######## pipe_skid_reg ########
pipe_skid_reg, congestion heat map:
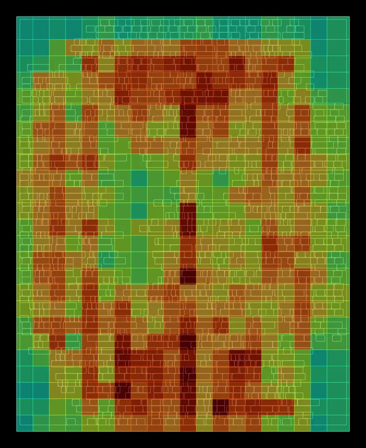
pipe_skid_reg, nets reached from selected ports:
Bar = 50 um.
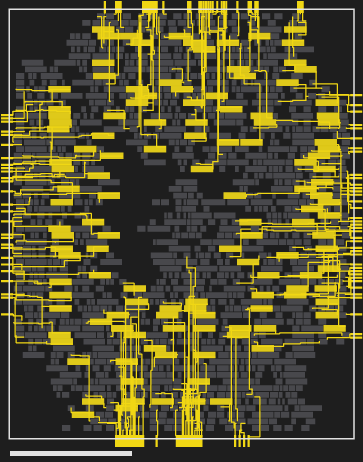
===== src/rtl/pipe_pkg.sv =====
// Shared stage bundles, NOP payloads and skid-register state encoding
// for the MiniMIPS32 pipeline registers.
package pipe_pkg;

  localparam logic [2:0] ALUTYPE_NOP = 3'b000;
  localparam logic [7:0] ALUOP_SLL   = 8'h11;
  localparam logic [4:0] REG_NOP     = 5'b00000;

  typedef struct packed {
    logic [31:0] pc;
    logic [31:0] inst;
  } if_id_t;

  typedef struct packed {
    logic [2:0]  alutype;
    logic [7:0]  aluop;
    logic [31:0] src1;
    logic [31:0] src2;
    logic [31:0] din;
    logic [4:0]  wa;
    logic        wreg;
    logic        whilo;
    logic        mreg;
    logic [31:0] retaddr;
  } id_ex_t;

  typedef struct packed {
    logic [7:0]  aluop;
    logic [4:0]  wa;
    logic        wreg;
    logic [31:0] wd;
    logic        mreg;
    logic [31:0] din;
    logic        whilo;
    logic [63:0] hilo;
  } ex_mem_t;

  typedef struct packed {
    logic [4:0]  wa;
    logic        wreg;
    logic [31:0] dreg;
    logic [3:0]  dre;
    logic        mreg;
    logic        whilo;
    logic [63:0] hilo;
  } mem_wb_t;

  localparam int IF_ID_W  = $bits(if_id_t);
  localparam int ID_EX_W  = $bits(id_ex_t);
  localparam int EX_MEM_W = $bits(ex_mem_t);
  localparam int MEM_WB_W = $bits(mem_wb_t);

  localparam if_id_t IF_ID_NOP = '{
    pc: 32'h0, inst: 32'h0
  };

  localparam id_ex_t ID_EX_NOP = '{
    alutype: ALUTYPE_NOP,
    aluop:   ALUOP_SLL,
    src1:    32'h0,
    src2:    32'h0,
    din:     32'h0,
    wa:      REG_NOP,
    wreg:    1'b0,
    whilo:   1'b0,
    mreg:    1'b0,
    retaddr: 32'h0
  };

  localparam ex_mem_t EX_MEM_NOP = '{
    aluop: ALUOP_SLL,
    wa:    REG_NOP,
    wreg:  1'b0,
    wd:    32'h0,
    mreg:  1'b0,
    din:   32'h0,
    whilo: 1'b0,
    hilo:  64'h0
  };

  localparam mem_wb_t MEM_WB_NOP = '{
    wa:    REG_NOP,
    wreg:  1'b0,
    dreg:  32'h0,
    dre:   4'h0,
    mreg:  1'b0,
    whilo: 1'b0,
    hilo:  64'h0
  };

  typedef enum logic [1:0] {
    ST_EMPTY = 2'b00,
    ST_ONE   = 2'b01,
    ST_TWO   = 2'b10
  } skid_st_e;

endpackage


===== src/rtl/pipe_skid_reg_sat_counter.sv =====
// Saturating up-counter with asynchronous clear; used for the
// stage bubble statistic.
module sat_counter #(
  parameter int CNT_W = 16
) (
  input  logic             clk,
  input  logic             clr,
  input  logic             inc,
  output logic [CNT_W-1:0] cnt
);

  // count up on inc, stick at all-ones
  always_ff @(posedge clk or posedge clr) begin
    if (clr) begin
      cnt <= '0;
    end else if (inc && (cnt != {CNT_W{1'b1}})) begin
      cnt <= cnt + 1'b1;
    end
  end

endmodule


===== src/rtl/pipe_skid_reg.sv =====
// Valid/ready pipeline register with 2-entry skid buffer, flush,
// NOP insertion on bubbles and a saturating bubble counter.
module pipe_skid_reg
  import pipe_pkg::*;
#(
  parameter int                DATA_W  = 128,
  parameter logic [DATA_W-1:0] NOP_VAL = {DATA_W{1'b0}},
  parameter int                CNT_W   = 16
) (
  input  logic              cpu_clk_50M,
  input  logic              cpu_rst,
  input  logic              flush,
  input  logic              in_valid,
  output logic              in_ready,
  input  logic [DATA_W-1:0] in_data,
  output logic              out_valid,
  input  logic              out_ready,
  output logic [DATA_W-1:0] out_data,
  output logic [CNT_W-1:0]  bubble_cnt
);

  skid_st_e          st_q, st_d;
  logic [DATA_W-1:0] m_q, m_d;
  logic [DATA_W-1:0] s_q, s_d;
  logic              ov_q, ir_q;
  logic              acc, emit;

  assign acc  = in_valid & ir_q;
  assign emit = ov_q & out_ready;

  assign in_ready  = ir_q;
  assign out_valid = ov_q;
  assign out_data  = m_q;

  // next slot contents and occupancy; flush overrides the handshake
  always_comb begin
    st_d = st_q;
    m_d  = m_q;
    s_d  = s_q;
    if (flush) begin
      st_d = ST_EMPTY;
      m_d  = NOP_VAL;
      s_d  = NOP_VAL;
    end else begin
      unique case (st_q)
        ST_EMPTY: begin
          if (acc) begin
            st_d = ST_ONE;
            m_d  = in_data;
          end
        end
        ST_ONE: begin
          unique case (1'b1)
            acc && emit: m_d = in_data;
            acc && !emit: begin
              st_d = ST_TWO;
              s_d  = in_data;
            end
            !acc && emit: begin
              st_d = ST_EMPTY;
              m_d  = NOP_VAL;
            end
            default: ;
          endcase
        end
        ST_TWO: begin
          if (emit) begin
            st_d = ST_ONE;
            m_d  = s_q;
            s_d  = NOP_VAL;
          end
        end
        default: begin
          st_d = ST_EMPTY;
          m_d  = NOP_VAL;
          s_d  = NOP_VAL;
        end
      endcase
    end
  end

  // state, slots and the registered handshake flags
  always_ff @(posedge cpu_clk_50M or posedge cpu_rst) begin
    if (cpu_rst) begin
      st_q <= ST_EMPTY;
      m_q  <= NOP_VAL;
      s_q  <= NOP_VAL;
      ov_q <= 1'b0;
      ir_q <= 1'b1;
    end else begin
      st_q <= st_d;
      m_q  <= m_d;
      s_q  <= s_d;
      ov_q <= (st_d != ST_EMPTY);
      ir_q <= (st_d != ST_TWO);
    end
  end

  sat_counter #(
    .CNT_W(CNT_W)
  ) u_bubble (
    .clk(cpu_clk_50M),
    .clr(cpu_rst),
    .inc(out_ready & ~ov_q),
    .cnt(bubble_cnt)
  );

endmodule


===== config.mk =====
export PLATFORM = sky130hd
export DESIGN_NAME = pipe_skid_reg
export DESIGN_NICKNAME = d
export VERILOG_FILES = /design/src/rtl/pipe_pkg.sv /design/src/rtl/pipe_skid_reg_sat_counter.sv /design/src/rtl/pipe_skid_reg.sv
export SDC_FILE = /design/constraint.sdc
export NUM_CORES = 1
export LEC_CHECK = 0
export CAP_MARGIN = 20
export CORE_ASPECT_RATIO = 1.25
export CORE_UTILIZATION = 51
export CTS_CLUSTER_DIAMETER = 100
export DETAILED_ROUTE_END_ITERATION = 10
export PLACE_DENSITY = 0.85
export SLEW_MARGIN = 15
export SYNTH_ARGS = -nofsm -noshare
export SYNTH_HDL_FRONTEND = slang
export SYNTH_SLANG_ARGS = --single-unit

===== constraint.sdc =====
create_clock -name cpu_clk_50M -period 9.9 [get_ports cpu_clk_50M]
set_clock_uncertainty 0.15 [all_clocks]
set_input_delay 0.99 -clock cpu_clk_50M [delete_from_list [all_inputs] [get_ports cpu_clk_50M]]
set_output_delay 0.99 -clock cpu_clk_50M [all_outputs]
set_load 0.005 [all_outputs]

==> impl_metrics.json <==
{
  "synthTopCellsByArea": "dfrtp_1 56%, a22o_1 20%, nand4_1 5.7%",
  "vias": 10600,
  "r2r_end": "out_data[58]$_DFFE_PP0P_",
  "cp.depth": 7,
  "cts_setup_buffers": 0,
  "gp_congestion": 0.843,
  "final-max-slew-violation-count": 0,
  "wire_per_inst_um": 22.7,
  "setup_tns_ns": 0,
  "dieHeight_um": 175,
  "postSynthSeqShare_pct": 56.4,
  "logic_family": "AND-OR/OR-AND gates",
  "worstMarginPinSlew_ns": 1.10,
  "worstSetupPathType": "primary input to register",
  "yosys_area_mm2": 0.0122,
  "outcome": "finished clean",
  "grt-ovfl-total": 0,
  "period_used_pct": 35.6,
  "worstReg2RegStart": "st_q[1]$_DFF_PP0_",
  "timing.fmax_ghz": 0.284,
  "r2r_cells": 6,
  "design_area_mm2": 0.0159,
  "ctsHoldBuffers": 0,
  "logic_gate_count": 675,
  "yosys-top-cells-count": "279 x a22o_1, 275 x dfrtp_1, 111 x a21oi_1, 111 x nand4_1, 95 x o21ai_0",
  "viasPerCell": 6.67,
  "die_area_mm2": 0.0246,
  "clock-sinks": 276,
  "synth_cell_types": 42
}
About 'congestion heat map' of pipe_skid_reg:
busiest grt layer: met2
met3 GRT Util: 5.23%

About 'nets reached from selected ports' of pipe_skid_reg:
yellow -> `out_data`  # direction output, edge 38 right, 33 top, 30 bottom, 27 left, end cells 128, wire 5330 um
number of port buffers: 278
Top Ports: 279

## power groups by stage
| stage | registers [W] | logic [W] | clock network, W |
|---|---|---|---|
| floorplan | 0.00128 | 0.000290 | 0 |
| global placement | 0.00129 | 0.000555 | 0 |
| detailed placement | 0.00129 | 0.000568 | 0 |
| CTS | 0.00128 | 0.000571 | 0.00101 |
| global route | 0.00128 | 0.000612 | 0.00106 |
| finish | 0.00128 | 0.000573 | 0.000990 |
## sequential cells by signal, summed over array words and instances (netlist names)
register / count
s_q: 128
in_ready: 1
st_q: 2
u_bubble.cnt: 16
out_valid: 1
out_data: 128

######## gbus_arbiter ########
gbus_arbiter, signal wires on met1:
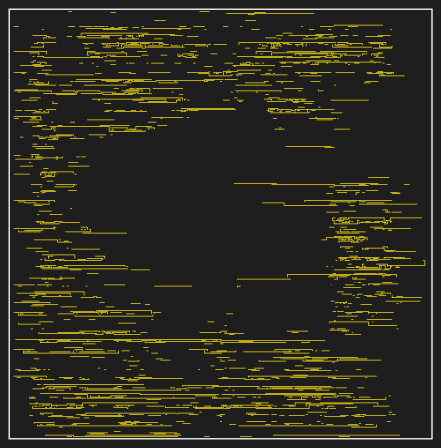
gbus_arbiter, congestion heat map:
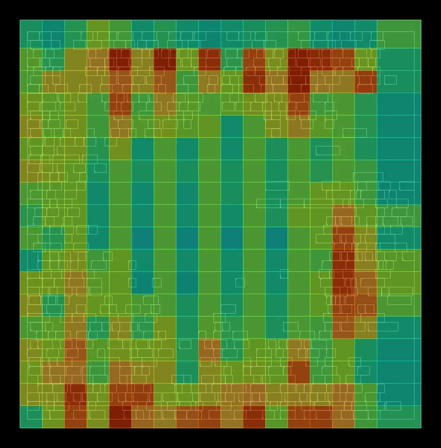
`config.mk`:
```
export PLATFORM = sky130hd
export DESIGN_NAME = gbus_arbiter
export DESIGN_NICKNAME = d
export VERILOG_FILES = /design/src/rtl/gbus_arbiter.sv
export SDC_FILE = /design/constraint.sdc
export NUM_CORES = 1
export LEC_CHECK = 0
export CORE_AREA = 2 2 122 124
export DETAILED_ROUTE_END_ITERATION = 7
export DIE_AREA = 0 0 124 126
export SKIP_CTS_REPAIR_TIMING = 1
export SYNTH_ARGS = -nofsm -noshare
export SYNTH_HDL_FRONTEND = slang
export SYNTH_SLANG_ARGS = --single-unit
```
`constraint.sdc`:
```
create_clock -name AFT_CLK -period 2.85 [get_ports AFT_CLK]
set_input_delay 0.855 -clock AFT_CLK [delete_from_list [all_inputs] [get_ports AFT_CLK]]
set_output_delay 0.855 -clock AFT_CLK [all_outputs]
set_load 0.02 [all_outputs]
```
`src/rtl/gbus_arbiter.sv`:
```
// gbus_arbiter: two-master arbiter for a single generic-bus target.
// Port 0 is the CPU master and port 1 is the JTAG AHB access point.
// Ownership lasts for exactly one transfer. Grants are registered, so every
// grant is followed by a one-cycle IDLE bubble before the next arbitration.
module gbus_arbiter #(
  parameter int ADDR_W       = 32,
  parameter int DATA_W       = 32,
  parameter int DBG_PRIORITY = 1,
  parameter int STARVE_LIMIT = 8
) (
  input  logic              AFT_CLK,
  input  logic              TRST,
  input  logic              m0_ren,
  input  logic              m0_wen,
  input  logic [ADDR_W-1:0] m0_addr,
  input  logic [DATA_W-1:0] m0_wdata,
  input  logic [3:0]        m0_byte_en,
  output logic [DATA_W-1:0] m0_rdata,
  output logic              m0_busy,
  input  logic              m1_ren,
  input  logic              m1_wen,
  input  logic [ADDR_W-1:0] m1_addr,
  input  logic [DATA_W-1:0] m1_wdata,
  input  logic [3:0]        m1_byte_en,
  output logic [DATA_W-1:0] m1_rdata,
  output logic              m1_busy,
  output logic              s_ren,
  output logic              s_wen,
  output logic [ADDR_W-1:0] s_addr,
  output logic [DATA_W-1:0] s_wdata,
  output logic [3:0]        s_byte_en,
  input  logic [DATA_W-1:0] s_rdata,
  input  logic              s_busy,
  output logic [1:0]        grant
);

  typedef enum logic [1:0] {
    ST_IDLE = 2'd0,
    ST_OWN0 = 2'd1,
    ST_OWN1 = 2'd2
  } state_t;

  localparam logic [7:0] LIMIT = 8'(STARVE_LIMIT);

  state_t     r_state;
  logic [1:0] r_grant;
  logic       r_last_served;
  logic [7:0] r_starve_cnt;

  logic w_req0;
  logic w_req1;
  logic w_pick1;
  logic w_enter0;
  logic w_enter1;

  assign w_req0 = m0_ren | m0_wen;
  assign w_req1 = m1_ren | m1_wen;
  assign grant  = r_grant;

  // Contention winner: debug port unless port 0 has starved, else alternate
  always_comb begin
    if (DBG_PRIORITY != 0) begin
      w_pick1 = (r_starve_cnt != LIMIT);
    end else begin
      w_pick1 = ~r_last_served;
    end
  end

  // Which owner state IDLE moves into this cycle, if any
  always_comb begin
    w_enter0 = 1'b0;
    w_enter1 = 1'b0;
    if (r_state == ST_IDLE) begin
      if (w_req0 && w_req1) begin
        w_enter1 = w_pick1;
        w_enter0 = ~w_pick1;
      end else begin
        w_enter0 = w_req0;
        w_enter1 = w_req1;
      end
    end
  end

  // Ownership FSM with registered grant, fairness history and starvation counter
  always_ff @(posedge AFT_CLK) begin
    if (TRST) begin
      r_state       <= ST_IDLE;
      r_grant       <= 2'b00;
      r_last_served <= 1'b0;
      r_starve_cnt  <= 8'd0;
    end else begin
      case (r_state)
        ST_IDLE: begin
          if (w_enter0) begin
            r_state <= ST_OWN0;
            r_grant <= 2'b01;
          end else if (w_enter1) begin
            r_state <= ST_OWN1;
            r_grant <= 2'b10;
          end
        end
        ST_OWN0: begin
          // Leave on completion or when the master abandons its request
          if (!w_req0 || !s_busy) begin
            r_state <= ST_IDLE;
            r_grant <= 2'b00;
            if (w_req0) begin
              r_last_served <= 1'b0;
            end
          end
        end
        ST_OWN1: begin
          if (!w_req1 || !s_busy) begin
            r_state <= ST_IDLE;
            r_grant <= 2'b00;
            if (w_req1) begin
              r_last_served <= 1'b1;
            end
          end
        end
        default: begin
          r_state <= ST_IDLE;
          r_grant <= 2'b00;
        end
      endcase

      if (w_enter0) begin
        r_starve_cnt <= 8'd0;
      end else if (w_req0 && (r_state != ST_OWN0) && (r_starve_cnt < LIMIT)) begin
        r_starve_cnt <= r_starve_cnt + 8'd1;
      end
    end
  end

  // Route the owner's request to the target; the non-owner sees a stall
  always_comb begin
    s_ren     = 1'b0;
    s_wen     = 1'b0;
    s_addr    = '0;
    s_wdata   = '0;
    s_byte_en = 4'b0000;
    m0_busy   = 1'b1;
    m1_busy   = 1'b1;
    m0_rdata  = '0;
    m1_rdata  = '0;
    case (r_state)
      ST_OWN0: begin
        s_wen     = m0_wen;
        s_ren     = m0_ren & ~m0_wen;
        s_addr    = m0_addr;
        s_wdata   = m0_wdata;
        s_byte_en = m0_byte_en;
        m0_busy   = s_busy;
        m0_rdata  = s_rdata;
      end
      ST_OWN1: begin
        s_wen     = m1_wen;
        s_ren     = m1_ren & ~m1_wen;
        s_addr    = m1_addr;
        s_wdata   = m1_wdata;
        s_byte_en = m1_byte_en;
        m1_busy   = s_busy;
        m1_rdata  = s_rdata;
      end
      default: begin
      end
    endcase
  end

endmodule

```
==> impl_metrics.json <==
{
  "outcome": "finished clean",
  "worstSetupPathType": "primary input to output pin",
  "synthTopCellsByArea": "a22oi_1 26%, nor2b_1 21%, and2_1 21%",
  "clk_latency_ns": 0.24,
  "synth_cell_types": 30,
  "openroad.warnings": 29,
  "grt_usage_pct": 15.2,
  "fp_nets": 475,
  "holdPathEnd": "r_starve_cnt[5]$_SDFFE_PP0P_",
  "yosysTopAreaCell": "a22oi_1",
  "portBuffers": 312,
  "r2r_end": "grant[0]$_SDFFE_PP0P_",
  "drtIter0Drc": 153,
  "p_seq_share_pct": 10.3,
  "comb_power_w": 0.00106,
  "drive_gt1_share_pct": 5.05,
  "edf_count": 0,
  "r2r_cells": 4
}
About 'signal wires on met1' of gbus_arbiter:
wire length on this layer = 4840 um
nets with wire on the layer = 666
share of all routed wire = 38%
longest straight run = 60.5 um
main direction = horizontal
total wire length: 12.8 mm
GR Util met1: 17.8%

About 'congestion heat map' of gbus_arbiter:
Routed wire per std cell: 16.5 um
Finished Core Util: 41.2%
met3 GRT Util: 2.81%

-- layout make-up --
cell class	count	area (um^2)
fillers	1436	8420
repair buffers	326	3630
multi-input cells	249	1730
well taps	184	230
flip-flops and latches	10	200
clock buffers	4	88.8
inverters	5	18.8
-- routing by layer --
layer  part of all wire (%)  track usage (%)  vias to the layer above
met1                     38             17.8                     1539
met4                    1.2             2.58                        0
li1                       -                -                     1619
met3                    6.4             2.81                       14
met2                     55             28.7                      143
met5                      0                0                        -
-- flip-flops by register name (all words and copies together) (netlist names) --
register      flops
r_starve_cnt      8
grant             2

######## imem_loader ########
**src/rtl/imem_loader.sv**
```systemverilog
`timescale 1ns/1ps
// imem_loader: assembles a big-endian byte stream into 16-bit instruction words and writes
// them to consecutive instruction-memory addresses from 0, holding the core in reset meanwhile.
module imem_loader #(
  parameter int ISIZE = 16,
  parameter int DSIZE = 16,
  parameter int DEPTH = 256
) (
  input  logic             clk,
  input  logic             rst,
  input  logic             start,
  input  logic [ISIZE-1:0] word_count,
  input  logic             byte_valid,
  input  logic [7:0]       byte_data,
  output logic             byte_ready,
  output logic             mem_wen,
  output logic [ISIZE-1:0] mem_addr,
  output logic [DSIZE-1:0] mem_data,
  output logic             cpu_hold,
  output logic             busy,
  output logic             done,
  output logic             error
);

  typedef enum logic [2:0] {
    S_IDLE,
    S_HI,
    S_LO,
    S_WRITE,
    S_DONE,
    S_ERROR
  } state_t;

  state_t           state;
  state_t           state_next;
  logic             xfer;
  logic             can_start;
  logic             launch;
  logic             too_big;
  logic             last_word;
  logic [7:0]       hi_byte;
  logic [ISIZE-1:0] word_cnt;
  logic [ISIZE-1:0] word_total;

  assign too_big   = 32'(word_count) > DEPTH;
  assign last_word = (word_cnt + ISIZE'(1)) == word_total;

  always_comb begin
    // NOTE: every signal driven here gets a default first, so no path can infer a latch.
    state_next = state;
    byte_ready = 1'b0;
    can_start  = 1'b0;
    launch     = 1'b0;
    xfer       = 1'b0;

    byte_ready = (state == S_HI) || (state == S_LO);
    xfer       = byte_valid && byte_ready;

    case (state)
      S_IDLE, S_DONE, S_ERROR: begin
        can_start = 1'b1;
        if (start) begin
          if (word_count == '0) begin
            state_next = S_DONE;
          end else if (too_big) begin
            state_next = S_ERROR;
          end else begin
            state_next = S_HI;
            launch     = 1'b1;
          end
        end
      end
      S_HI: begin
        if (xfer) state_next = S_LO;
      end
      S_LO: begin
        if (xfer) state_next = S_WRITE;
      end
      S_WRITE: begin
        state_next = last_word ? S_DONE : S_HI;
      end
      default: state_next = S_IDLE;
    endcase
  end

  always_ff @(posedge clk or negedge rst) begin
    // NOTE: sequential state uses non-blocking assignments so every register samples pre-edge values.
    if (!rst) begin
      state <= S_IDLE;
    end else begin
      state <= state_next;
    end
  end

  // Status outputs are registered from the next state so they line up with the state they describe.
  always_ff @(posedge clk or negedge rst) begin
    if (!rst) begin
      mem_wen    <= 1'b0;
      mem_addr   <= '0;
      mem_data   <= '0;
      cpu_hold   <= 1'b1;
      busy       <= 1'b0;
      done       <= 1'b0;
      error      <= 1'b0;
      hi_byte    <= '0;
      word_cnt   <= '0;
      word_total <= '0;
    end else begin
      mem_wen  <= (state_next == S_WRITE);
      busy     <= (state_next == S_HI) || (state_next == S_LO) || (state_next == S_WRITE);
      done     <= (state_next == S_DONE);
      error    <= (state_next == S_ERROR);
      cpu_hold <= (state_next != S_DONE);

      if (can_start && launch) begin
        word_total <= word_count;
        word_cnt   <= '0;
        mem_addr   <= '0;
      end

      if ((state == S_HI) && xfer) begin
        hi_byte <= byte_data;
      end

      if ((state == S_LO) && xfer) begin
        mem_data <= DSIZE'({hi_byte, byte_data});
        mem_addr <= word_cnt;
      end

      if (state == S_WRITE) begin
        word_cnt <= word_cnt + ISIZE'(1);
      end
    end
  end

endmodule
```
**config.mk**
```make
export PLATFORM = sky130hd
export DESIGN_NAME = imem_loader
export DESIGN_NICKNAME = d
export VERILOG_FILES = /design/src/rtl/imem_loader.sv
export SDC_FILE = /design/constraint.sdc
export NUM_CORES = 1
export LEC_CHECK = 0
export CAP_MARGIN = 20
export CORE_ASPECT_RATIO = 1.4
export CORE_MARGIN = 2
export CORE_UTILIZATION = 53
export CTS_CLUSTER_SIZE = 12
export DETAILED_ROUTE_END_ITERATION = 7
export GPL_TIMING_DRIVEN = 0
export PLACE_DENSITY = 0.88
export SYNTH_ARGS = -nofsm -noshare
export SYNTH_HDL_FRONTEND = slang
export SYNTH_SLANG_ARGS = --single-unit
```
**constraint.sdc**
```tcl
create_clock -name clk -period 2.9 [get_ports clk]
set_input_delay 0.435 -clock clk [delete_from_list [all_inputs] [get_ports clk]]
set_output_delay 0.435 -clock clk [all_outputs]
set_load 0.01 [all_outputs]
```
imem_loader, register map, names as in the netlist:
Other sequential cells in the stronger gray, the rest of the logic in the fainter gray.
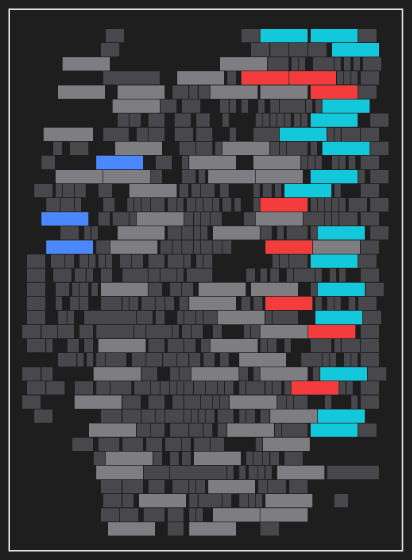
blue -> `state`  # placed flops 3
cyan -> `mem_data`  # placed flops 16
red -> `hi_byte`  # placed flops 8
not colored = 53
Finished Core Util: 70.2%
FF/Latch Area: 0.00200 mm^2
seq pwr: 0.00177 W

imem_loader, congestion heat map:
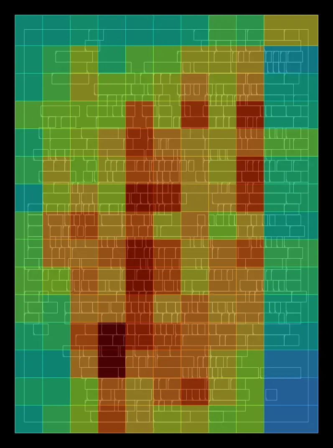
Routed wire per std cell: 15.6 um
grt met2 use: 41.8%
met3 GRT Util: 3.68%
busiest grt layer: met2
GR Util met1: 30.1%

==> impl_metrics.json <==
{
  "outcome": "finished clean",
  "bufAreaShareNonClock_pct": 17.2,
  "mi_logic_area_mm2": 0.00167,
  "logic_gate_count": 287,
  "grt_pass1_vias": 3330,
  "maxCapViolCount": 0,
  "ff_type": "dfrtp_1",
  "period_used_pct": 94.7,
  "r2r_end": "busy$_DFF_PN0_",
  "dr_wl_met2_mm": 4.81,
  "crit_family": "simple AND/OR/NAND/NOR gates",
  "die_x_um": 75.6,
  "finalPower_w": 0.00456,
  "htreeDepth": 3,
  "rsz0062_at_grt": "false",
  "p_comb_share_pct": 41.5,
  "intPower_w": 0.00290,
  "fillCellCount": 512,
  "r2r_cells": 7,
  "ys_sh_aoi_pct": 12.6,
  "cts_setup_buffers": 0,
  "p_leak_nw": 2.18
}
imem_loader, signal wires on met1:
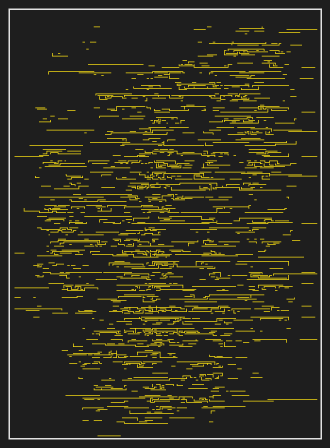
wire length on this layer = 3380 um
longest straight run = 18.9 um
share of all routed wire = 37%
main direction = horizontal
nets with wire on the layer = 460
detailed-route via count: 3305
total wire length: 9.05 mm

-- worst max path at each step --
stage	from	end	slack [ns]	depth (start not counted)
floorplan	word_count[5]	word_total[5]$_DFFE_PN0P_	0.62	5
global placement	rst	hi_byte[1]$_DFFE_PN0P_	-1.28	1
detailed placement	word_count[0]	mem_addr[3]$_DFFE_PN0P_	-0.35	6
CTS	word_count[0]	mem_addr[0]$_DFFE_PN0P_	0.01	6
global route	word_cnt[0]$_DFFE_PN0P_	state[0]$_DFF_PN0_	0.07	7
finish	word_cnt[0]$_DFFE_PN0P_	busy$_DFF_PN0_	0.15	7

######## fetch_unit ########
fetch_unit, nets reached from selected ports:
Bar = 50 um.
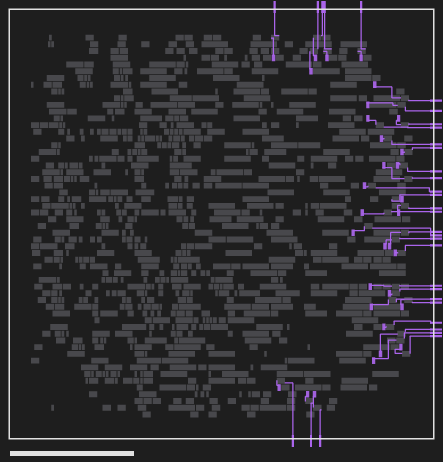
$ cat src/rtl/fetch_unit.sv
// fetch_unit: RV32 fetch stage with one outstanding imem request and a DEPTH-entry {inst, pc} FIFO.
// Optional FETCH_MISALIGN_EN: misaligned redirect targets raise fetch_misalign and halt fetch.
module fetch_unit #(
  parameter logic [31:0] RESET_PC = 32'h0000_0000,
  parameter int unsigned DEPTH    = 2
) (
  input  logic        clk,
  input  logic        nRst,
  output logic        imem_req,
  output logic [31:0] imem_addr,
  input  logic        imem_ack,
  input  logic [31:0] imem_rdata,
  input  logic        redirect,
  input  logic [31:0] redirect_pc,
  output logic        inst_valid,
  input  logic        inst_ready,
  output logic [31:0] inst_out,
  output logic [31:0] inst_pc,
  output logic        fetch_misalign
);
  localparam int unsigned   AW      = (DEPTH > 1) ? $clog2(DEPTH) : 1;
  localparam int unsigned   CW      = AW + 1;
  localparam logic [CW-1:0] DEPTH_C = CW'(DEPTH);
  localparam logic [31:0]   NOP     = 32'h0000_0013;

  typedef enum logic [1:0] {IDLE, REQ, DROP} state_e;

  state_e        state_q, state_d;
  logic [31:0]   pc_q, pc_d;
  logic [31:0]   hold_addr_q, hold_addr_d;
  logic [CW-1:0] count_q, count_d;
  logic [AW-1:0] rd_ptr_q, rd_ptr_d;
  logic [AW-1:0] wr_ptr_q, wr_ptr_d;
  logic          halt_q, halt_d;
  logic [31:0]   fifo_inst_q [DEPTH];
  logic [31:0]   fifo_inst_d [DEPTH];
  logic [31:0]   fifo_pc_q   [DEPTH];
  logic [31:0]   fifo_pc_d   [DEPTH];

  logic [31:0]   target_pc;
  logic          target_bad;
  logic          pop;
  logic          push;
  logic          space;

`ifdef FETCH_MISALIGN_EN
  assign target_pc      = redirect_pc;
  assign target_bad     = |redirect_pc[1:0];
  assign fetch_misalign = halt_q;
`else
  assign target_pc      = redirect_pc & 32'hFFFF_FFFC;
  assign target_bad     = 1'b0;
  assign fetch_misalign = 1'b0;
`endif

  always_comb begin
    state_d     = state_q;
    pc_d        = pc_q;
    hold_addr_d = hold_addr_q;
    halt_d      = halt_q;
    rd_ptr_d    = rd_ptr_q;
    wr_ptr_d    = wr_ptr_q;
    count_d     = count_q;
    fifo_inst_d = fifo_inst_q;
    fifo_pc_d   = fifo_pc_q;
    push        = 1'b0;

    imem_req   = (state_q != IDLE);
    imem_addr  = (state_q == DROP) ? hold_addr_q : pc_q;
    inst_valid = (count_q != '0);
    inst_out   = inst_valid ? fifo_inst_q[rd_ptr_q] : NOP;
    inst_pc    = inst_valid ? fifo_pc_q[rd_ptr_q] : 32'h0;
    pop        = inst_valid & inst_ready;
    space      = (count_q < DEPTH_C) | pop;

    if (redirect) begin
      // Redirect wins over everything; an unacked request must still drain through DROP.
      count_d  = '0;
      rd_ptr_d = '0;
      wr_ptr_d = '0;
      pc_d     = target_pc;
      halt_d   = target_bad;
      unique case (state_q)
        REQ: begin
          if (imem_ack) begin
            state_d = target_bad ? IDLE : REQ;
          end else begin
            state_d     = DROP;
            hold_addr_d = pc_q;
          end
        end
        DROP: begin
          if (imem_ack) state_d = target_bad ? IDLE : REQ;
        end
        default: state_d = target_bad ? IDLE : REQ;
      endcase
    end else begin
      push = (state_q == REQ) && imem_ack;
      if (push) begin
        fifo_inst_d[wr_ptr_q] = imem_rdata;
        fifo_pc_d[wr_ptr_q]   = pc_q;
        wr_ptr_d              = wr_ptr_q + AW'(1);
        pc_d                  = pc_q + 32'd4;
      end
      if (pop) rd_ptr_d = rd_ptr_q + AW'(1);
      count_d = count_q + CW'(push) - CW'(pop);
      unique case (state_q)
        IDLE: begin
          if (space && !halt_q) state_d = REQ;
        end
        REQ: begin
          if (imem_ack) state_d = (count_d < DEPTH_C) ? REQ : IDLE;
        end
        DROP: begin
          if (imem_ack) state_d = halt_q ? IDLE : REQ;
        end
        default: state_d = IDLE;
      endcase
    end
  end

  always_ff @(posedge clk) begin
    if (!nRst) begin
      state_q     <= IDLE;
      pc_q        <= RESET_PC;
      hold_addr_q <= RESET_PC;
      count_q     <= '0;
      rd_ptr_q    <= '0;
      wr_ptr_q    <= '0;
      halt_q      <= 1'b0;
    end else begin
      state_q     <= state_d;
      pc_q        <= pc_d;
      hold_addr_q <= hold_addr_d;
      count_q     <= count_d;
      rd_ptr_q    <= rd_ptr_d;
      wr_ptr_q    <= wr_ptr_d;
      halt_q      <= halt_d;
    end
  end

  // Storage needs no reset: entries are only visible while count_q covers them.
  always_ff @(posedge clk) begin
    fifo_inst_q <= fifo_inst_d;
    fifo_pc_q   <= fifo_pc_d;
  end

endmodule

$ cat config.mk
export PLATFORM = sky130hd
export DESIGN_NAME = fetch_unit
export DESIGN_NICKNAME = d
export VERILOG_FILES = /design/src/rtl/fetch_unit.sv
export SDC_FILE = /design/constraint.sdc
export NUM_CORES = 1
export LEC_CHECK = 0
export ABC_CLOCK_PERIOD_IN_PS = 6700
export CAP_MARGIN = 20
export CORE_AREA = 8 8 163 165
export DETAILED_ROUTE_END_ITERATION = 16
export DIE_AREA = 0 0 171 173
export PLACE_DENSITY_LB_ADDON = 0.08
export SYNTH_ARGS = -nofsm -noshare
export SYNTH_HDL_FRONTEND = slang
export SYNTH_SLANG_ARGS = --single-unit
$ cat constraint.sdc
create_clock -name clk -period 6.7 [get_ports clk]
set_input_delay 1.34 -clock clk [delete_from_list [all_inputs] [get_ports clk]]
set_output_delay 1.34 -clock clk [all_outputs]
set_load 0.01 [all_outputs]
==> impl_metrics.json <==
{
  "maxCapViolCount": 0,
  "cp.required_ns": 6.75,
  "die_area_mm2": 0.0296,
  "end_kind": "register",
  "vdd_drop_max_v": 0.000133,
  "setup-violations-final": 0,
  "clock-sinks": 190,
  "cts_buffer_depth": 2,
  "cts_buffers": 17,
  "wl_met3_mm": 1.23,
  "fp_util_pct": 34.6,
  "worstMarginPinSlew_ns": 0.828,
  "clk_share_pct": 5.16,
  "dpl_cell_area_mm2": 0.0101,
  "cp-endpoint": "fifo_inst_q[48]$_DFFE_PP_",
  "outcome": "finished clean",
  "period_minus_slack_ns": 3.86,
  "taps": 324,
  "design_area_mm2": 0.0108,
  "grt_util_met1_pct": 19.1,
  "areaGrowthSynthToFinish_pct": 30.2,
  "fillCellCount": 2246
}
About 'nets reached from selected ports' of fetch_unit:
purple -> `inst_out`  # direction output, edge 24 right, 5 top, 3 bottom, end cells 32, wire 661 um
Top Ports: 168
number of port buffers: 160

registers in the layout, summed over array words and instances (netlist names):
| register | flops |
|---|---|
| wr_ptr_q | 1 |
| count_q | 2 |
| pc_q | 30 |
| fifo_pc_q | 60 |
| fifo_inst_q | 64 |
| rd_ptr_q | 1 |
| state_q | 2 |
| hold_addr_q | 30 |

######## stack_core ########
File: src/rtl/stack_core.sv
// Three-cycle-per-instruction stack machine: fetch, load IR, execute against an
// on-chip data stack. HALT and FAULT are sticky until reset.
module stack_core #(
  parameter int unsigned DWIDTH      = 16,
  parameter int unsigned AWIDTH      = 10,
  parameter int unsigned STACK_DEPTH = 16
) (
  input  logic                           clk,
  input  logic                           rst,
  output logic [AWIDTH-1:0]              imem_addr,
  output logic                           imem_rd,
  input  logic [15:0]                    imem_rdata,
  output logic                           halted,
  output logic                           fault,
  output logic [DWIDTH-1:0]              tos,
  output logic [$clog2(STACK_DEPTH):0]   sp
);

  localparam int unsigned SpW  = $clog2(STACK_DEPTH) + 1;
  localparam int unsigned IdxW = SpW - 1;

  localparam logic [3:0] OpNop  = 4'h0;
  localparam logic [3:0] OpPushi = 4'h1;
  localparam logic [3:0] OpPop  = 4'h2;
  localparam logic [3:0] OpAdd  = 4'h3;
  localparam logic [3:0] OpSub  = 4'h4;
  localparam logic [3:0] OpJmp  = 4'h5;
  localparam logic [3:0] OpJz   = 4'h6;
  localparam logic [3:0] OpDup  = 4'h7;
  localparam logic [3:0] OpHalt = 4'hF;

  typedef enum logic [2:0] {StFetch, StLoad, StExec, StHalt, StFault} state_e;

  state_e              state_q, state_d;
  logic [AWIDTH-1:0]   ip_q, ip_d;
  logic [15:0]         ir_q, ir_d;
  logic [SpW-1:0]      sp_q, sp_d;
  logic [DWIDTH-1:0]   stack_q [STACK_DEPTH];

  logic                we;
  logic [IdxW-1:0]     wr_idx;
  logic [DWIDTH-1:0]   wr_data;
  logic                err;

  logic [3:0]          opcode;
  logic [11:0]         operand;
  logic [DWIDTH-1:0]   imm;
  logic [AWIDTH-1:0]   target;
  logic [IdxW-1:0]     idx_m1, idx_m2;
  logic [DWIDTH-1:0]   top_val, next_val;
  logic                empty, lt2, full;

  assign opcode   = ir_q[15:12];
  assign operand  = ir_q[11:0];
  assign imm      = DWIDTH'(operand);
  assign target   = operand[AWIDTH-1:0];
  assign idx_m1   = sp_q[IdxW-1:0] - IdxW'(1);
  assign idx_m2   = sp_q[IdxW-1:0] - IdxW'(2);
  assign top_val  = stack_q[idx_m1];
  assign next_val = stack_q[idx_m2];
  assign empty    = (sp_q == '0);
  assign lt2      = (sp_q < SpW'(2));
  assign full     = (sp_q == SpW'(STACK_DEPTH));

  assign imem_rd   = (state_q == StFetch);
  assign imem_addr = ip_q;
  assign halted    = (state_q == StHalt);
  assign fault     = (state_q == StFault);
  assign tos       = empty ? '0 : top_val;
  assign sp        = sp_q;

  always_comb begin
    state_d = state_q;
    ip_d    = ip_q;
    ir_d    = ir_q;
    sp_d    = sp_q;
    we      = 1'b0;
    wr_idx  = sp_q[IdxW-1:0];
    wr_data = imm;
    err     = 1'b0;
    unique case (state_q)
      StFetch: state_d = StLoad;
      StLoad: begin
        ir_d    = imem_rdata;
        ip_d    = ip_q + 1'b1;
        state_d = StExec;
      end
      StExec: begin
        state_d = StFetch;
        case (opcode)
          OpNop: ;
          OpPushi: begin
            if (full) err = 1'b1;
            else begin
              we   = 1'b1;
              sp_d = sp_q + 1'b1;
            end
          end
          OpPop: begin
            if (empty) err = 1'b1;
            else sp_d = sp_q - 1'b1;
          end
          OpAdd, OpSub: begin
            if (lt2) err = 1'b1;
            else begin
              // Result overwrites the second operand's slot; net effect is one pop.
              we      = 1'b1;
              wr_idx  = idx_m2;
              wr_data = (opcode == OpAdd) ? next_val + top_val : next_val - top_val;
              sp_d    = sp_q - 1'b1;
            end
          end
          OpJmp: ip_d = target;
          OpJz: begin
            if (empty) err = 1'b1;
            else begin
              sp_d = sp_q - 1'b1;
              if (top_val == '0) ip_d = target;
            end
          end
          OpDup: begin
            if (full || empty) err = 1'b1;
            else begin
              we      = 1'b1;
              wr_data = top_val;
              sp_d    = sp_q + 1'b1;
            end
          end
          OpHalt: state_d = StHalt;
          default: err = 1'b1;
        endcase
        if (err) begin
          state_d = StFault;
          we      = 1'b0;
          ip_d    = ip_q;
          sp_d    = sp_q;
        end
      end
      StHalt, StFault: ;
      default: state_d = StFetch;
    endcase
  end

  always_ff @(posedge clk) begin
    if (rst) begin
      state_q <= StFetch;
      ip_q    <= '0;
      ir_q    <= '0;
      sp_q    <= '0;
    end else begin
      state_q <= state_d;
      ip_q    <= ip_d;
      ir_q    <= ir_d;
      sp_q    <= sp_d;
    end
  end

  // Stack storage is not reset; sp alone defines which entries are live.
  always_ff @(posedge clk) begin
    if (!rst && we) stack_q[wr_idx] <= wr_data;
  end

endmodule

File: config.mk
export PLATFORM = sky130hd
export DESIGN_NAME = stack_core
export DESIGN_NICKNAME = d
export VERILOG_FILES = /design/src/rtl/stack_core.sv
export SDC_FILE = /design/constraint.sdc
export NUM_CORES = 1
export LEC_CHECK = 0
export CORE_ASPECT_RATIO = 1.2
export CORE_MARGIN = 2
export CORE_UTILIZATION = 34
export CTS_BUF_LIST = sky130_fd_sc_hd__clkbuf_4
export CTS_CLUSTER_DIAMETER = 60
export CTS_CLUSTER_SIZE = 8
export DETAILED_ROUTE_END_ITERATION = 12
export RECOVER_POWER = 25
export SETUP_SLACK_MARGIN = 0.4
export SYNTH_ARGS = -nofsm -noshare
export SYNTH_HDL_FRONTEND = slang
export SYNTH_SLANG_ARGS = --single-unit
File: constraint.sdc
create_clock -name clk -period 5.4 [get_ports clk]
set_input_delay 1.35 -clock clk [delete_from_list [all_inputs] [get_ports clk]]
set_output_delay 1.35 -clock clk [all_outputs]
set_load 0.005 [all_outputs]
stack_core, register map, names as in the netlist:
Other sequential cells in the stronger gray, the rest of the logic in the fainter gray.
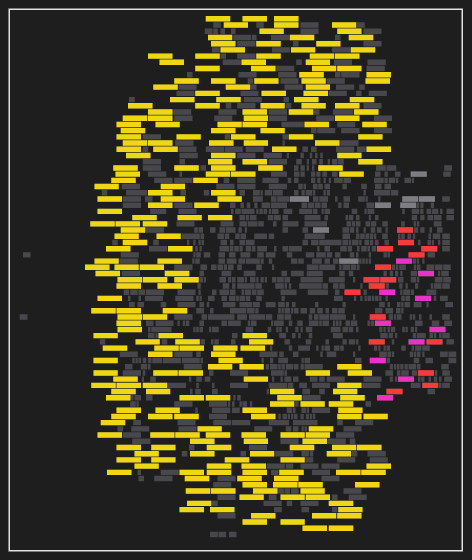
magenta -> `imem_addr`  # placed flops 10, where right middle
red -> `ir_q`  # placed flops 16, where right middle
yellow -> `stack_q`  # placed flops 256
seq pwr: 0.00248 W
FF/Latch Area: 0.00838 mm^2
Seq/total area: 46.9%
Finished Core Util: 40.0%

stack_core, nets reached from selected ports:
Bar = 50 um.
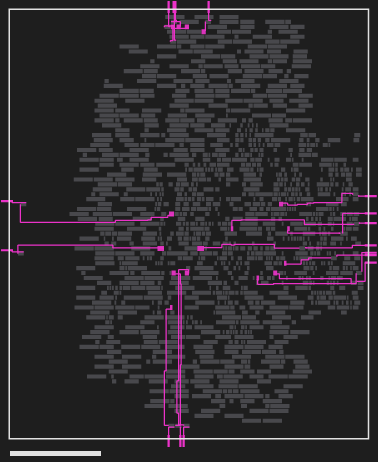
magenta -> `tos`  # direction output, edge 7 right, 4 top, 3 bottom, 2 left, end cells 16, wire 1030 um
Top Ports: 52
number of port buffers: 51

==> impl_metrics.json <==
{
  "finalPower_w": 0.00450,
  "dp_cells": 1682,
  "holdPathEnd": "ir_q[10]$_SDFFE_PP0P_",
  "grt_pass1_vias": 10400,
  "worstSetupPathType": "register to output pin",
  "ctsHoldBuffers": 0,
  "largest_reg_flops": 256,
  "cp-endpoint": "tos[8]",
  "hold_start": "ir_q[10]$_SDFFE_PP0P_",
  "coreArea_mm2": 0.0447,
  "grt_use_met2_pct": 32.8,
  "outcome": "finished clean",
  "finalWirelength_mm": 45.6,
  "start_kind": "register",
  "gp_congestion": 0.889,
  "postSynthSeqShare_pct": 54.7,
  "synth_cell_types": 73,
  "async_reset_ff_share_pct": 0,
  "synth.cellmix.simpleShare_pct": 9.17,
  "wire_per_inst_um": 25.9,
  "crit_start": "sp[3]$_SDFFE_PP0P_",
  "r2r_end": "stack_q[10][13]$_DFFE_PP_",
  "vias": 10200,
  "synth_flops": 290,
  "timing.fmax_ghz": 0.198,
  "design_area_mm2": 0.0179,
  "nets": 1225,
  "switching_share_pct": 26.8,
  "p_clk_w": 0.00129
}
worst max-delay path, cell delays in order (launching register included):
cell,delay [ns]
dfxtp_1,0.46
clkbuf_1,0.30
nor3b_1,0.75
nand2b_1,0.59
and2_2,0.44
clkdlybuf4s50_1,0.46
area by class of cell:
class                           instances  area share [%]
Clock inverter                          5           0.266
Multi-Input combinational cell        693            38.2
Tap cell                              565            3.96
Antenna cell                            1          0.0140
Sequential cell                       290            46.9
Timing Repair Buffer                  137            7.95
Clock buffer                           55            2.31
Inverter                               17           0.448

######## issue_unit ########
issue_unit, congestion heat map:
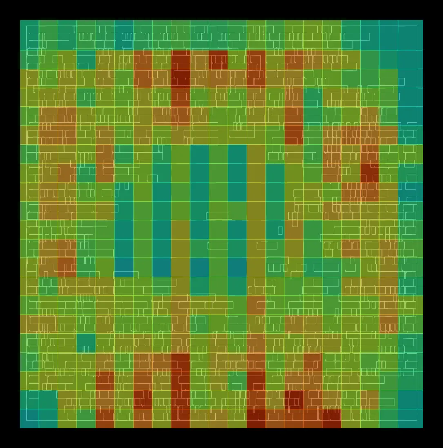
issue_unit, register map, names as in the netlist:
Other sequential cells in the stronger gray, the rest of the logic in the fainter gray.
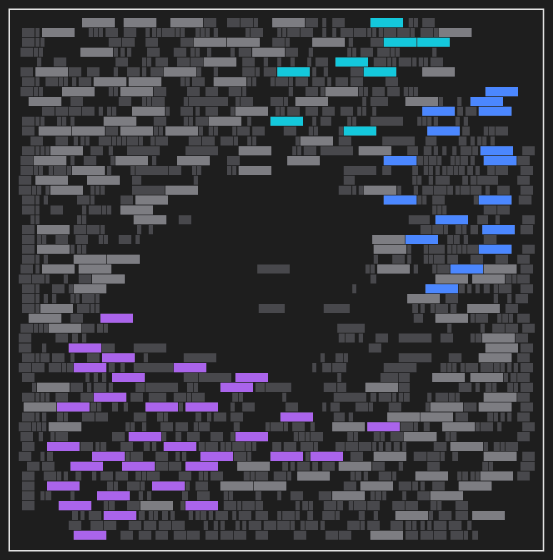
**config.mk**
```make
export PLATFORM = sky130hd
export DESIGN_NAME = issue_unit
export DESIGN_NICKNAME = d
export VERILOG_FILES = /design/src/rtl/cpu_configuration.sv /design/src/rtl/issue_unit_if.sv /design/src/rtl/issue_unit_bypass.sv /design/src/rtl/issue_unit.sv
export SDC_FILE = /design/constraint.sdc
export NUM_CORES = 1
export LEC_CHECK = 0
export ABC_AREA = 1
export CAP_MARGIN = 20
export CORE_AREA = 2 2 145 147
export CTS_CLUSTER_DIAMETER = 150
export DETAILED_ROUTE_END_ITERATION = 6
export DIE_AREA = 0 0 147 149
export GPL_TIMING_DRIVEN = 1
export HOLD_SLACK_MARGIN = 0.03
export MAX_ROUTING_LAYER = met4
export PLACE_DENSITY = 0.7
export SYNTH_ARGS = -nofsm -noshare
export SYNTH_HDL_FRONTEND = slang
export SYNTH_HIERARCHICAL = 1
export SYNTH_SLANG_ARGS = --single-unit
```
**constraint.sdc**
```tcl
create_clock -name clk -period 3.09 [get_ports clk]
set_clock_uncertainty 0.15 [all_clocks]
set_input_delay 0.309 -clock clk [delete_from_list [all_inputs] [get_ports clk]]
set_output_delay 0.309 -clock clk [all_outputs]
set_load 0.01 [all_outputs]
```
**src/rtl/cpu_configuration.sv**
```systemverilog
// Shared CPU configuration: datapath width, register addressing and
// the issue FSM state encoding.
package cpu_configuration;
    localparam int CFG_XLEN = 32;
    localparam int REG_AW = 5;
    localparam int NREGS = 1 << REG_AW;

    typedef enum logic [1:0] {
        IDLE   = 2'd0,
        BUSY   = 2'd1,
        HAZARD = 2'd2
    } issue_state_e;
endpackage

```
**src/rtl/issue_unit_if.sv**
```systemverilog
// Operand lookup bundle between the issue control and the bypass block:
// master presents sources, writeback and the new pending mark.
interface issue_unit_if #(
    parameter int XLEN = cpu_configuration::CFG_XLEN
);
    import cpu_configuration::*;

    logic [REG_AW-1:0] rs1_ad;
    logic [REG_AW-1:0] rs2_ad;
    logic              rs1_live;
    logic              rs2_live;
    logic [XLEN-1:0]   r0_data;
    logic [XLEN-1:0]   r1_data;
    logic              wb_valid;
    logic [REG_AW-1:0] wb_ad;
    logic [XLEN-1:0]   wb_data;
    logic              set_en;
    logic [REG_AW-1:0] set_ad;
    logic              haz1;
    logic              haz2;
    logic [XLEN-1:0]   rs1_data;
    logic [XLEN-1:0]   rs2_data;

    modport master (
        output rs1_ad, rs2_ad, rs1_live, rs2_live,
        output r0_data, r1_data,
        output wb_valid, wb_ad, wb_data,
        output set_en, set_ad,
        input  haz1, haz2, rs1_data, rs2_data
    );

    modport slave (
        input  rs1_ad, rs2_ad, rs1_live, rs2_live,
        input  r0_data, r1_data,
        input  wb_valid, wb_ad, wb_data,
        input  set_en, set_ad,
        output haz1, haz2, rs1_data, rs2_data
    );
endinterface

```
**src/rtl/issue_unit_bypass.sv**
```systemverilog
// Shadow pending mask and same-cycle writeback forwarding
// (issue_bypass, instantiated only when BYPASS_EN is defined).
module issue_bypass
    import cpu_configuration::*;
(
    input logic         clk,
    input logic         rst_n,
    issue_unit_if.slave bp
);

    logic [NREGS-1:0] pend_q;
    logic [NREGS-1:0] pend_d;
    logic             fwd1;
    logic             fwd2;

    always_comb begin
        fwd1 = bp.wb_valid && (bp.wb_ad == bp.rs1_ad);
        fwd2 = bp.wb_valid && (bp.wb_ad == bp.rs2_ad);
        // a live source is never x0, so a match implies a real register
        bp.haz1 = bp.rs1_live && pend_q[bp.rs1_ad] && !fwd1;
        bp.haz2 = bp.rs2_live && pend_q[bp.rs2_ad] && !fwd2;
        bp.rs1_data = '0;
        bp.rs2_data = '0;
        if (bp.rs1_live) begin
            bp.rs1_data = fwd1 ? bp.wb_data : bp.r0_data;
        end
        if (bp.rs2_live) begin
            bp.rs2_data = fwd2 ? bp.wb_data : bp.r1_data;
        end
        pend_d = pend_q;
        if (bp.wb_valid) begin
            pend_d[bp.wb_ad] = 1'b0;
        end
        // a new writer issued this cycle outranks an older writeback
        if (bp.set_en) begin
            pend_d[bp.set_ad] = 1'b1;
        end
        pend_d[0] = 1'b0;
    end

    always_ff @(posedge clk or negedge rst_n) begin
        if (!rst_n) begin
            pend_q <= '0;
        end else begin
            pend_q <= pend_d;
        end
    end

endmodule

```
**src/rtl/issue_unit.sv**
```systemverilog
// Single-issue stage between decode and execute with RAW stall detection.
// Define BYPASS_EN for a local pending mask with writeback forwarding.
module issue_unit
    import cpu_configuration::*;
#(
    parameter int XLEN = CFG_XLEN,
    parameter int OPW  = 8
) (
    input  logic              clk,
    input  logic              rst_n,
    input  logic              dec_valid,
    input  logic [REG_AW-1:0] dec_rs1,
    input  logic [REG_AW-1:0] dec_rs2,
    input  logic              dec_rs1_use,
    input  logic              dec_rs2_use,
    input  logic [REG_AW-1:0] dec_rd,
    input  logic              dec_rd_we,
    input  logic [OPW-1:0]    dec_op,
    input  logic [XLEN-1:0]   dec_imm,
    input  logic [XLEN-1:0]   dec_pc,
    output logic              dec_ready,
    output logic              r0_valid,
    output logic [REG_AW-1:0] r0_ad,
    output logic              r1_valid,
    output logic [REG_AW-1:0] r1_ad,
    output logic              block_rd,
    output logic [REG_AW-1:0] rd,
    input  logic [XLEN-1:0]   r0_data,
    input  logic [XLEN-1:0]   r1_data,
    input  logic              r_v,
    input  logic              wb_valid,
    input  logic [REG_AW-1:0] wb_ad,
    input  logic [XLEN-1:0]   wb_data,
    input  logic              flush,
    output logic              ex_valid,
    output logic [XLEN-1:0]   ex_rs1_data,
    output logic [XLEN-1:0]   ex_rs2_data,
    output logic [OPW-1:0]    ex_op,
    output logic [XLEN-1:0]   ex_imm,
    output logic [XLEN-1:0]   ex_pc,
    output logic [REG_AW-1:0] ex_rd,
    output logic              ex_rd_we,
    output logic [15:0]       stall_cycles,
    input  logic              ex_ready
);

    issue_state_e      state_q, state_d;
    logic              ex_valid_q, ex_valid_d;
    logic [XLEN-1:0]   rs1_q, rs1_d;
    logic [XLEN-1:0]   rs2_q, rs2_d;
    logic [OPW-1:0]    op_q, op_d;
    logic [XLEN-1:0]   imm_q, imm_d;
    logic [XLEN-1:0]   pc_q, pc_d;
    logic [REG_AW-1:0] rd_q, rd_d;
    logic              we_q, we_d;
    logic [15:0]       stall_q, stall_d;

    logic              rs1_live;
    logic              rs2_live;
    logic              hazard;
    logic              accept;
    logic [XLEN-1:0]   src1;
    logic [XLEN-1:0]   src2;

    assign r0_valid = dec_valid & dec_rs1_use;
    assign r0_ad    = dec_rs1;
    assign r1_valid = dec_valid & dec_rs2_use;
    assign r1_ad    = dec_rs2;

    // x0 reads as zero and can never be pending
    assign rs1_live = dec_rs1_use && (dec_rs1 != '0);
    assign rs2_live = dec_rs2_use && (dec_rs2 != '0);

`ifdef BYPASS_EN
    issue_unit_if #(.XLEN(XLEN)) bp ();

    assign bp.rs1_ad   = dec_rs1;
    assign bp.rs2_ad   = dec_rs2;
    assign bp.rs1_live = rs1_live;
    assign bp.rs2_live = rs2_live;
    assign bp.r0_data  = r0_data;
    assign bp.r1_data  = r1_data;
    assign bp.wb_valid = wb_valid;
    assign bp.wb_ad    = wb_ad;
    assign bp.wb_data  = wb_data;
    assign bp.set_en   = block_rd;
    assign bp.set_ad   = dec_rd;

    issue_bypass u_bypass (
        .clk   (clk),
        .rst_n (rst_n),
        .bp    (bp)
    );

    assign hazard = dec_valid & (bp.haz1 | bp.haz2);
    assign src1   = bp.rs1_data;
    assign src2   = bp.rs2_data;

    logic unused_rv;
    assign unused_rv = r_v;
`else
    assign hazard = dec_valid & ~r_v & (rs1_live | rs2_live);
    assign src1   = rs1_live ? r0_data : '0;
    assign src2   = rs2_live ? r1_data : '0;

    logic unused_wb;
    assign unused_wb = ^{wb_valid, wb_ad, wb_data};
`endif

    assign dec_ready = ~hazard & ~flush & (~ex_valid_q | ex_ready);
    assign accept    = dec_valid & dec_ready;
    assign block_rd  = accept & dec_rd_we & (dec_rd != '0);
    assign rd        = block_rd ? dec_rd : '0;

    always_comb begin
        ex_valid_d = ex_valid_q;
        rs1_d      = rs1_q;
        rs2_d      = rs2_q;
        op_d       = op_q;
        imm_d      = imm_q;
        pc_d       = pc_q;
        rd_d       = rd_q;
        we_d       = we_q;
        if (accept) begin
            ex_valid_d = 1'b1;
            rs1_d      = src1;
            rs2_d      = src2;
            op_d       = dec_op;
            imm_d      = dec_imm;
            pc_d       = dec_pc;
            rd_d       = dec_rd;
            we_d       = dec_rd_we;
        end else if (ex_ready || flush) begin
            ex_valid_d = 1'b0;
        end

        if (flush) begin
            state_d = IDLE;
        end else if (hazard) begin
            state_d = HAZARD;
        end else if (ex_valid_d) begin
            state_d = BUSY;
        end else begin
            state_d = IDLE;
        end

        stall_d = stall_q;
        if ((state_q == HAZARD) && (stall_q != 16'hFFFF)) begin
            stall_d = stall_q + 16'd1;
        end
    end

    always_ff @(posedge clk or negedge rst_n) begin
        if (!rst_n) begin
            state_q    <= IDLE;
            ex_valid_q <= 1'b0;
            rs1_q      <= '0;
            rs2_q      <= '0;
            op_q       <= '0;
            imm_q      <= '0;
            pc_q       <= '0;
            rd_q       <= '0;
            we_q       <= 1'b0;
            stall_q    <= '0;
        end else begin
            state_q    <= state_d;
            ex_valid_q <= ex_valid_d;
            rs1_q      <= rs1_d;
            rs2_q      <= rs2_d;
            op_q       <= op_d;
            imm_q      <= imm_d;
            pc_q       <= pc_d;
            rd_q       <= rd_d;
            we_q       <= we_d;
            stall_q    <= stall_d;
        end
    end

    assign ex_valid     = ex_valid_q;
    assign ex_rs1_data  = rs1_q;
    assign ex_rs2_data  = rs2_q;
    assign ex_op        = op_q;
    assign ex_imm       = imm_q;
    assign ex_pc        = pc_q;
    assign ex_rd        = rd_q;
    assign ex_rd_we     = we_q;
    assign stall_cycles = stall_q;

endmodule

```
==> impl_metrics.json <==
{
  "rsz0062_at_grt": "false",
  "p_seq_share_pct": 41.1,
  "ctsHoldBuffers": 1,
  "die_area_mm2": 0.0219,
  "clkTransAtPathRegs_ns": 0.07,
  "power.group.top": "sequential cells",
  "portBuffers": 337,
  "synthMuxAreaShare_pct": 0,
  "ys_cells": 765,
  "vias": 5991,
  "most_common_cell": "nand2_1",
  "grt_util_met1_pct": 24.2,
  "grt_use_met2_pct": 30.1,
  "outcome": "finished clean",
  "diodes": 0,
  "dominant_cells": "registers",
  "cp.required_ns": 2.63,
  "vdd_drop_max_v": 0.000330,
  "p_switching_w": 0.00176,
  "logic_family": "simple AND/OR/NAND/NOR gates",
  "clk_share_pct": 5.65,
  "edf_count": 0,
  "comb_power_w": 0.00157,
  "r2r_cells": 6,
  "nets": 1286,
  "dp_cells": 1342,
  "crit_fanout": 4,
  "period_used_pct": 91.4,
  "intPower_w": 0.00460
}
Notes on 'congestion heat map' of issue_unit above:
Finished Core Util: 52.9%
met3 GRT Util: 4.65%
Routed wire per std cell: 14.6 um
GRT Total Usage: 18.8%

Notes on 'register map, names as in the netlist' of issue_unit above:
blue -> `stall_cycles`  # placed flops 16
purple -> `ex_rs2_data`  # placed flops 32
cyan -> `ex_op`  # placed flops 8
not colored = 105
seq pwr: 0.00262 W
Seq/total area: 37.1%
FF/Latch Area: 0.00403 mm^2

## stage by stage
| step | hold slack, ns | setup slack [ns] | utilization, % | cell area (um^2) |
|---|---|---|---|---|
| 6_report | 0.259 | 0.267 | 52.9 | 10900 |
| 5_1_grt | 0.259 | 0.113 | 52.9 | 10900 |
| 4_1_cts | 0.251 | 0.213 | 52.9 | 10900 |
| 3_5_place_dp | 0.152 | 0.220 | 49.9 | 10200 |
| 3_3_place_gp | 0.153 | 0.234 | 49.9 | 10200 |
| 2_1_floorplan | -0.137 | 1.31 | - | 6670 |


==> notes/layouts.md <==
Pictures saved along the way, in no particular order.

Signal wires on met1.
Plate I
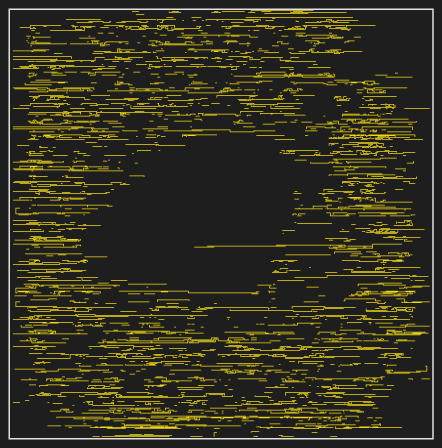
Plate II
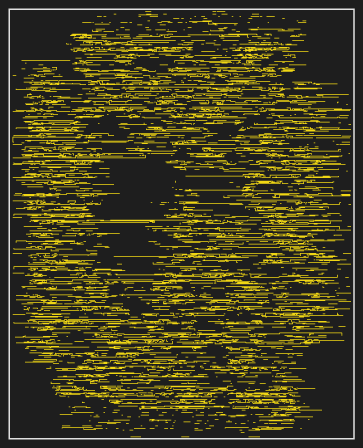
Plate III
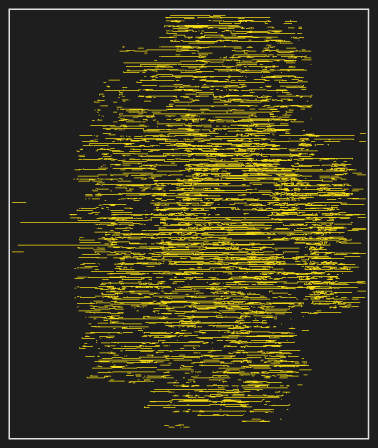
Plate IV
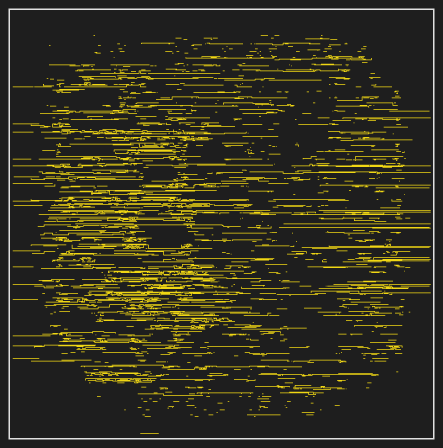
| picture | from |
|---|---|
| Plate II | pipe_skid_reg |
| Plate IV | fetch_unit |
| Plate III | stack_core |
| Plate I | issue_unit |

Key to Plate IV:
share of all routed wire = 47%
wire length on this layer = 10100 um
longest straight run = 60.7 um
main direction = horizontal
nets with wire on the layer = 825

Power is estimated from default activity; no workload was simulated.
